######## block 1 ########
==> block_1/met1.png <==
Cells faint in the background.
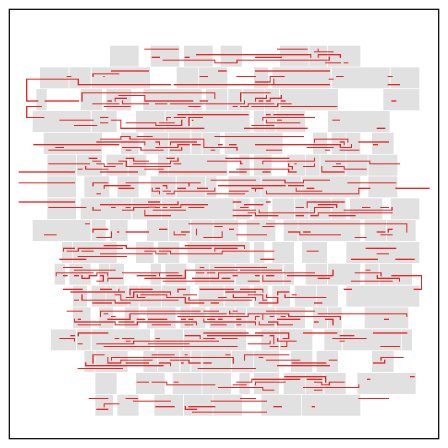
==> block_1/met2.png <==
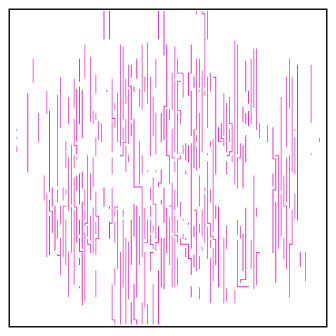
**config.mk**
```make
export PLATFORM = sky130hd
export DESIGN_NAME = prio_arb_enc
export DESIGN_NICKNAME = d
export VERILOG_FILES = /design/src/rtl/prio_arb_pkg.sv /design/src/rtl/prio_arb_enc_pick.sv /design/src/rtl/prio_arb_enc.sv
export SDC_FILE = /design/constraint.sdc
export NUM_CORES = 1
export LEC_CHECK = 0
export CAP_MARGIN = 0
export CORE_MARGIN = 2
export CORE_UTILIZATION = 44
export CTS_CLUSTER_SIZE = 10
export DETAILED_ROUTE_END_ITERATION = 7
export PLACE_DENSITY = 0.75
export REMOVE_ABC_BUFFERS = 1
export SKIP_CTS_REPAIR_TIMING = 1
export SLEW_MARGIN = 10
export SYNTH_ARGS = -nofsm -noshare
export SYNTH_HDL_FRONTEND = slang
export SYNTH_HIERARCHICAL = 1
export SYNTH_SLANG_ARGS = --single-unit
```
**constraint.sdc**
```tcl
create_clock -name clk -period 2.53 [get_ports clk]
set_input_delay 0.3795 -clock clk [delete_from_list [all_inputs] [get_ports clk]]
set_output_delay 0.3795 -clock clk [all_outputs]
set_load 0.02 [all_outputs]
```
**src/rtl/prio_arb_pkg.sv**
```systemverilog
// prio_arb_pkg: shared mode constants and FSM state type for the priority arbiter
package prio_arb_pkg;
  localparam logic MODE_FIXED = 1'b0;
  localparam logic MODE_RR = 1'b1;
  typedef enum logic {ST_EMPTY, ST_HOLD} state_t;
endpackage

```
**src/rtl/prio_arb_enc_pick.sv**
```systemverilog
// prio_pick: combinational winner select, highest-index fixed or round-robin from ptr
module prio_pick
  import prio_arb_pkg::*;
#(
  parameter int N = 8,
  parameter int IW = $clog2(N)
) (
  input  logic [N-1:0]  req,
  input  logic [IW-1:0] ptr,
  input  logic          mode,
  output logic          any,
  output logic [IW-1:0] idx
);
  logic [2*N-1:0] dbl;
  assign any = |req;
  always_comb begin
    dbl = '0;
    for (int i = 0; i < N; i++) begin
      dbl[i] = req[i] && (i >= int'(ptr));
      dbl[N+i] = req[i];
    end
    idx = '0;
    if (mode == MODE_RR) begin
      for (int i = 2*N-1; i >= 0; i--) if (dbl[i]) idx = IW'(i % N);
    end else begin
      for (int i = 0; i < N; i++) if (req[i]) idx = IW'(i);
    end
  end
endmodule

```
**src/rtl/prio_arb_enc.sv**
```systemverilog
// prio_arb_enc: registered priority encoder with valid/ack hold and fixed or round-robin mode
module prio_arb_enc
  import prio_arb_pkg::*;
#(
  parameter int N = 8,
  parameter int IW = $clog2(N)
) (
  input  logic          clk,
  input  logic          rst,
  input  logic [N-1:0]  req,
  input  logic          mode,
  input  logic          en,
  input  logic          ack,
  output logic          out_valid,
  output logic [IW-1:0] out_idx,
  output logic [N-1:0]  out_onehot,
  output logic          idle
);
  state_t state_q, state_d;
  logic [IW-1:0] out_idx_q, out_idx_d, ptr_q, ptr_d, pick_idx;
  logic [N-1:0] out_onehot_q, out_onehot_d;
  logic idle_q, idle_d, mode_q, mode_d, pick_any, hold, done, load;
  assign hold = state_q == ST_HOLD;
  assign done = hold && ack;
  assign load = (!hold || ack) && en;
  assign ptr_d = (done && mode_q == MODE_RR) ?
                 ((out_idx_q == IW'(N-1)) ? '0 : out_idx_q + IW'(1)) : ptr_q;
  prio_pick #(.N(N), .IW(IW)) u_pick (
    .req(req),
    .ptr(ptr_d),
    .mode(mode),
    .any(pick_any),
    .idx(pick_idx)
  );
  always_comb begin
    state_d = state_q;
    out_idx_d = out_idx_q;
    out_onehot_d = out_onehot_q;
    idle_d = idle_q;
    mode_d = mode_q;
    if (load) begin
      state_d = pick_any ? ST_HOLD : ST_EMPTY;
      out_idx_d = pick_any ? pick_idx : out_idx_q;
      out_onehot_d = pick_any ? N'(1) << pick_idx : '0;
      idle_d = !pick_any;
      mode_d = mode;
    end else if (done) begin
      state_d = ST_EMPTY;
      out_onehot_d = '0;
    end
  end
  always_ff @(posedge clk) begin
    if (rst) begin
      state_q <= ST_EMPTY;
      out_idx_q <= '0;
      out_onehot_q <= '0;
      idle_q <= 1'b1;
      mode_q <= MODE_FIXED;
      ptr_q <= '0;
    end else begin
      state_q <= state_d;
      out_idx_q <= out_idx_d;
      out_onehot_q <= out_onehot_d;
      idle_q <= idle_d;
      mode_q <= mode_d;
      ptr_q <= ptr_d;
    end
  end
  assign out_valid = hold;
  assign out_idx = out_idx_q;
  assign out_onehot = out_onehot_q;
  assign idle = idle_q;
endmodule
```
==> changes_impl.md <==
### Metrics

* Final setup fails at 3
* Hold Path Sink: out_onehot[6]
* Fmax at 392 MHz
* Critical Path Source: out_idx[1]
* Initial core utilization at a little under half
* Die width at about 53 um
* Failing checks: setup timing
* Uppermost layer routed: met4
* #FFs+latches synth at 17
* Worst Setup Slack, final at -0.0209 ns
* Post-synth ARST share at 0%
* Total core area at 2250 um^2
* Status: complete, but fails checks
* Top cell by count, worst path: ha_4
* Relative slew slack at 69.6%
* Gr usage total at 23.3%
* Yosys warning count at 6
## Picture notes: block_1/met1.png
- main direction: horizontal
- share of all routed wire: 43%
- longest straight run: 19.3 um
- nets with wire on the layer: 182
M1 GR Usage: 28.9%
Routed WL: 3.45 mm

## Picture notes: block_1/met2.png
- nets with wire on the layer: 182
- longest straight run: 26.2 um
- share of all routed wire: 49%
- main direction: vertical
- wire length on this layer: 1690 um
met2 Resource Use GR: 38.3%
DR vias: 1244

## flip-flops by register name, indices dropped and copies added (netlist names)
register,cells
out_onehot,8
mode_q,1
out_valid,1
idle,1
out_idx,3
ptr_q,3
## routing by layer
layer	vias to the layer above	track usage (%)
met5	-	0
met4	0	11.1
met3	17	4.24
met2	44	38.3
met1	597	28.9
li1	586	-
## where the power goes
| part | internal (mW) | switching, mW |
|---|---|---|
| clock network | 0.0589 | 0.0904 |
| logic | 0.103 | 0.0984 |
| registers | 0.279 | 0.00820 |

######## block 2 ########
==> block_2/met1.png <==
Cells faint in the background.
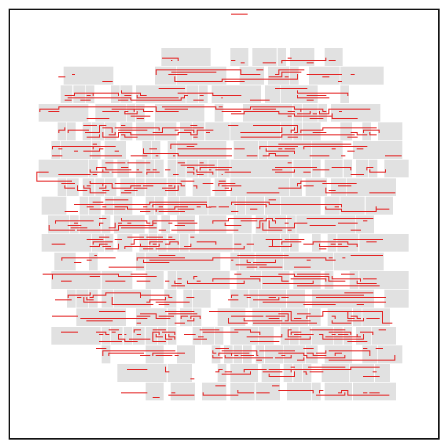
==> block_2/met2.png <==
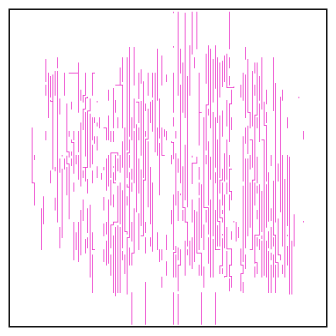
===== src/rtl/bus_arbiter_rr_if.sv =====
// Shared-bus arbitration bundle: request/grant lines plus the address-phase handshake.
// The slave modport is the arbiter's view; the master modport is the requester/fabric view.
interface bus_arbiter_rr_if #(
   parameter int NUM_MASTERS = 4,
   parameter int ID_W        = (NUM_MASTERS > 1) ? $clog2(NUM_MASTERS) : 1
);
   logic [NUM_MASTERS-1:0] barq_i;
   logic [NUM_MASTERS-1:0] bagd_o;
   logic [ID_W-1:0]        grant_id_o;
   logic                   busy_o;
   logic                   target_ready_o;
   logic                   address_valid_i;
   logic                   data_strobe_o;
   logic                   error_o;

   modport slave (
      input  barq_i, address_valid_i,
      output bagd_o, grant_id_o, busy_o, target_ready_o, data_strobe_o, error_o
   );

   modport master (
      output barq_i, address_valid_i,
      input  bagd_o, grant_id_o, busy_o, target_ready_o, data_strobe_o, error_o
   );
endinterface


===== src/rtl/bus_arbiter_rr.sv =====
// Shared-bus arbiter (fixed-priority or round-robin) with address-phase timeout and data strobe.
// Grant 1 cycle after request; a grant is held until the owner drops its request line.
module bus_arbiter_rr #(
   parameter int NUM_MASTERS     = 4,
   parameter int CLK_MAX_TIMEOUT = 10,
   parameter int RR_MODE         = 1,
   parameter int ID_W            = (NUM_MASTERS > 1) ? $clog2(NUM_MASTERS) : 1
) (
   input logic              clk,
   input logic              rst_n,
   bus_arbiter_rr_if.slave  bus
);

   typedef enum logic [1:0] {IDLE, ADDR, DATA, RELEASE} state_t;

   localparam logic [7:0] TMO_LAST = 8'(CLK_MAX_TIMEOUT - 1);

   state_t                 state;
   logic [7:0]             tmo_cnt;
   logic [ID_W-1:0]        rr_ptr;
   logic [ID_W-1:0]        win;
   logic [ID_W-1:0]        next_ptr;
   logic [NUM_MASTERS-1:0] win_onehot;
   logic                   found;
   logic                   owner_req;
   int                     start;
   int                     idx;

   // Scan upward from the start index with wrap; fixed priority always starts at 0.
   always_comb begin
      start = (RR_MODE != 0) ? int'(rr_ptr) : 0;
      win   = '0;
      found = 1'b0;
      idx   = 0;
      for (int i = 0; i < NUM_MASTERS; i++) begin
         idx = start + i;
         if (idx >= NUM_MASTERS) idx = idx - NUM_MASTERS;
         if (!found && bus.barq_i[idx]) begin
            win   = ID_W'(idx);
            found = 1'b1;
         end
      end
   end

   assign win_onehot = {{(NUM_MASTERS-1){1'b0}}, 1'b1} << win;
   assign next_ptr   = (int'(win) == NUM_MASTERS - 1) ? '0 : win + 1'b1;
   assign owner_req  = bus.barq_i[bus.grant_id_o];

   always_ff @(posedge clk) begin
      if (!rst_n) begin
         state              <= IDLE;
         tmo_cnt            <= '0;
         rr_ptr             <= '0;
         bus.bagd_o         <= '0;
         bus.grant_id_o     <= '0;
         bus.busy_o         <= 1'b0;
         bus.target_ready_o <= 1'b0;
         bus.data_strobe_o  <= 1'b0;
         bus.error_o        <= 1'b0;
      end else begin
         bus.data_strobe_o <= 1'b0;
         bus.error_o       <= 1'b0;
         case (state)
            IDLE: begin
               if (found) begin
                  state              <= ADDR;
                  bus.bagd_o         <= win_onehot;
                  bus.grant_id_o     <= win;
                  bus.busy_o         <= 1'b1;
                  bus.target_ready_o <= 1'b1;
                  tmo_cnt            <= '0;
                  if (RR_MODE != 0) rr_ptr <= next_ptr;
               end
            end
            ADDR: begin
               if (tmo_cnt != 8'hFF) tmo_cnt <= tmo_cnt + 8'd1;
               // Owner withdrawal beats a same-cycle address hit; a hit beats the timeout.
               if (!owner_req) begin
                  state              <= RELEASE;
                  bus.target_ready_o <= 1'b0;
               end else if (bus.address_valid_i) begin
                  state             <= DATA;
                  bus.data_strobe_o <= 1'b1;
               end else if (tmo_cnt == TMO_LAST) begin
                  state              <= RELEASE;
                  bus.error_o        <= 1'b1;
                  bus.target_ready_o <= 1'b0;
               end
            end
            DATA: begin
               state              <= RELEASE;
               bus.target_ready_o <= 1'b0;
            end
            RELEASE: begin
               if (!owner_req) begin
                  state          <= IDLE;
                  bus.bagd_o     <= '0;
                  bus.grant_id_o <= '0;
                  bus.busy_o     <= 1'b0;
               end
            end
            default: state <= IDLE;
         endcase
      end
   end

   a_strobe_err_excl: assert property (@(posedge clk) disable iff (!rst_n)
      !(bus.data_strobe_o && bus.error_o));
   a_grant_onehot: assert property (@(posedge clk) disable iff (!rst_n)
      $onehot0(bus.bagd_o));

endmodule


===== src/flat_wrapper.sv =====
// flat-port wrapper written by rule: the top's interface ports become plain ports
module bus_arbiter_rr_flat 
#(
   parameter int NUM_MASTERS     = 4,
   parameter int CLK_MAX_TIMEOUT = 10,
   parameter int RR_MODE         = 1,
   parameter int ID_W            = (NUM_MASTERS > 1) ? $clog2(NUM_MASTERS) : 1
)
  (clk, rst_n, bus_barq_i, bus_address_valid_i, bus_bagd_o, bus_grant_id_o, bus_busy_o, bus_target_ready_o, bus_data_strobe_o, bus_error_o);
  bus_arbiter_rr_if #(.NUM_MASTERS(NUM_MASTERS), .ID_W(ID_W)) bus_i ();
  input logic clk;
  input logic rst_n;
  input wire logic [$bits(bus_i.barq_i)-1:0] bus_barq_i;
  input wire logic [$bits(bus_i.address_valid_i)-1:0] bus_address_valid_i;
  output wire logic [$bits(bus_i.bagd_o)-1:0] bus_bagd_o;
  output wire logic [$bits(bus_i.grant_id_o)-1:0] bus_grant_id_o;
  output wire logic [$bits(bus_i.busy_o)-1:0] bus_busy_o;
  output wire logic [$bits(bus_i.target_ready_o)-1:0] bus_target_ready_o;
  output wire logic [$bits(bus_i.data_strobe_o)-1:0] bus_data_strobe_o;
  output wire logic [$bits(bus_i.error_o)-1:0] bus_error_o;
  assign bus_i.barq_i = bus_barq_i;
  assign bus_i.address_valid_i = bus_address_valid_i;
  assign bus_bagd_o = bus_i.bagd_o;
  assign bus_grant_id_o = bus_i.grant_id_o;
  assign bus_busy_o = bus_i.busy_o;
  assign bus_target_ready_o = bus_i.target_ready_o;
  assign bus_data_strobe_o = bus_i.data_strobe_o;
  assign bus_error_o = bus_i.error_o;
  bus_arbiter_rr #(.NUM_MASTERS(NUM_MASTERS), .CLK_MAX_TIMEOUT(CLK_MAX_TIMEOUT), .RR_MODE(RR_MODE), .ID_W(ID_W)) u_core (.clk(clk), .rst_n(rst_n), .bus(bus_i));
endmodule

===== config.mk =====
export PLATFORM = sky130hd
export DESIGN_NAME = bus_arbiter_rr_flat
export DESIGN_NICKNAME = d
export VERILOG_FILES = /design/src/rtl/bus_arbiter_rr_if.sv /design/src/rtl/bus_arbiter_rr.sv /design/src/flat_wrapper.sv
export SDC_FILE = /design/constraint.sdc
export NUM_CORES = 1
export LEC_CHECK = 0
export ABC_AREA = 1
export CAP_MARGIN = 15
export CORE_MARGIN = 4
export CORE_UTILIZATION = 52
export CTS_CLUSTER_SIZE = 25
export DETAILED_ROUTE_END_ITERATION = 7
export PLACE_DENSITY = 0.83
export SETUP_SLACK_MARGIN = 0.2
export SYNTH_ARGS = -nofsm -noshare
export SYNTH_HDL_FRONTEND = slang
export SYNTH_SLANG_ARGS = --single-unit

===== constraint.sdc =====
create_clock -name clk -period 2 [get_ports clk]
set_input_delay 0.2 -clock clk [delete_from_list [all_inputs] [get_ports clk]]
set_output_delay 0.2 -clock clk [all_outputs]
set_load 0.02 [all_outputs]

==> changes_impl.md <==
### Metrics

* Flop share of the area at a little over a fifth
* IO buf count at 16
* Relative slew slack at 73.3%
* First-pass GRT wire length at between 5 and 6 mm
* Fmax at 523 MHz
* CTS-repair resized insts at 3
* Cell Chain, Critical Path: clkdlybuf4s50_1 > inv_1 > nand2_2 > nand2_2 > o21ai_2 > nand3_2 > nand2_1 > nand2_1 > nand2_1 > inv_2 > nand2_2 > inv_2 > buf_4 > ha_1 > nand2_1 > a21oi_1
* Most common library cells after synthesis: nand2_1 (55), dfxtp_1 (22), inv_1 (22), nand3_1 (21), nor2_1 (21)
* Critical Path Source: bus_barq_i[1]
* Final ANT Viol Nets at 0
* Clk pwr share at roughly a tenth
* Cells after synthesis at 221
* Worst min path class: reg2reg
* Top delay family on crit path: buffers and inverters
* Status: finished clean
* Hold Vio Cnt, Final at 0
* Leak at 0.904 nW
* Overflow after GRT at 0
* Yosys warning count at 0
* WS Path Type: in2reg
* 1st-pass router iterations at 4
* Tot Pwr at 3.47 mW
* Max FFs per register at 8
* Max IR drop VDD at 0.827 mV
* Met2 Wirelength at 2.31 mm
* GPL Wtd Cong at 0.928
* Comb/total area at 53.5%
* # IOs at 17
* Reg-to-reg setup timing slack at 0.11 ns
Notes on block_2/met1.png above:
- main direction: horizontal
- wire length on this layer: 1690 um
- nets with wire on the layer: 250
- longest straight run: 17.9 um
DR vias: 1579
M1 GR Usage: 20.7%
Routed WL: 4.25 mm

Notes on block_2/met2.png above:
- share of all routed wire: 54%
- wire length on this layer: 2310 um
- nets with wire on the layer: 223
- main direction: vertical
met2 Resource Use GR: 32.4%

cell families after synthesis:
| family | Yosys count | share of synthesized area, % |
|---|---|---|
| adders and majority gates | 9 | 7.25 |
| xor gates and xnor gates | 4 | 2.26 |
| buffers and inverters | 29 | 8.30 |
| and+or+nand+nor | 128 | 42.5 |
| DFF | 22 | 28.4 |
| AOI/OAI and AO/OA | 29 | 11.4 |
worst min-delay path: cells and delay by family, from the launching register on:
family | cells | cell delay, ns
flops | 1 | 0.33
compound gates | 1 | 0.05
simple gates | 1 | 0.06


==> screenshots <==
Routing congestion.
picture 1
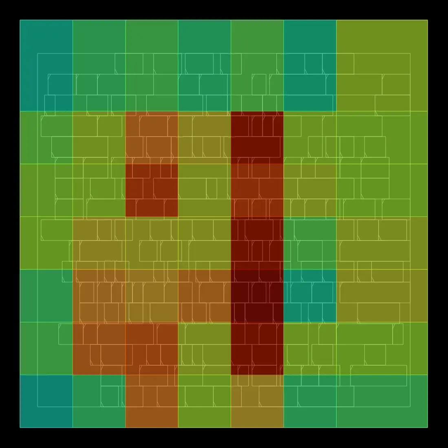
picture 2
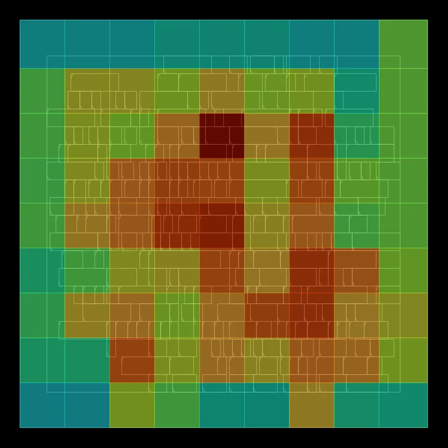
Picture 1 is block 1.
Picture 2 is block 2.
The one with the highest track usage is picture 1.

Power is estimated from default activity; no workload was simulated.
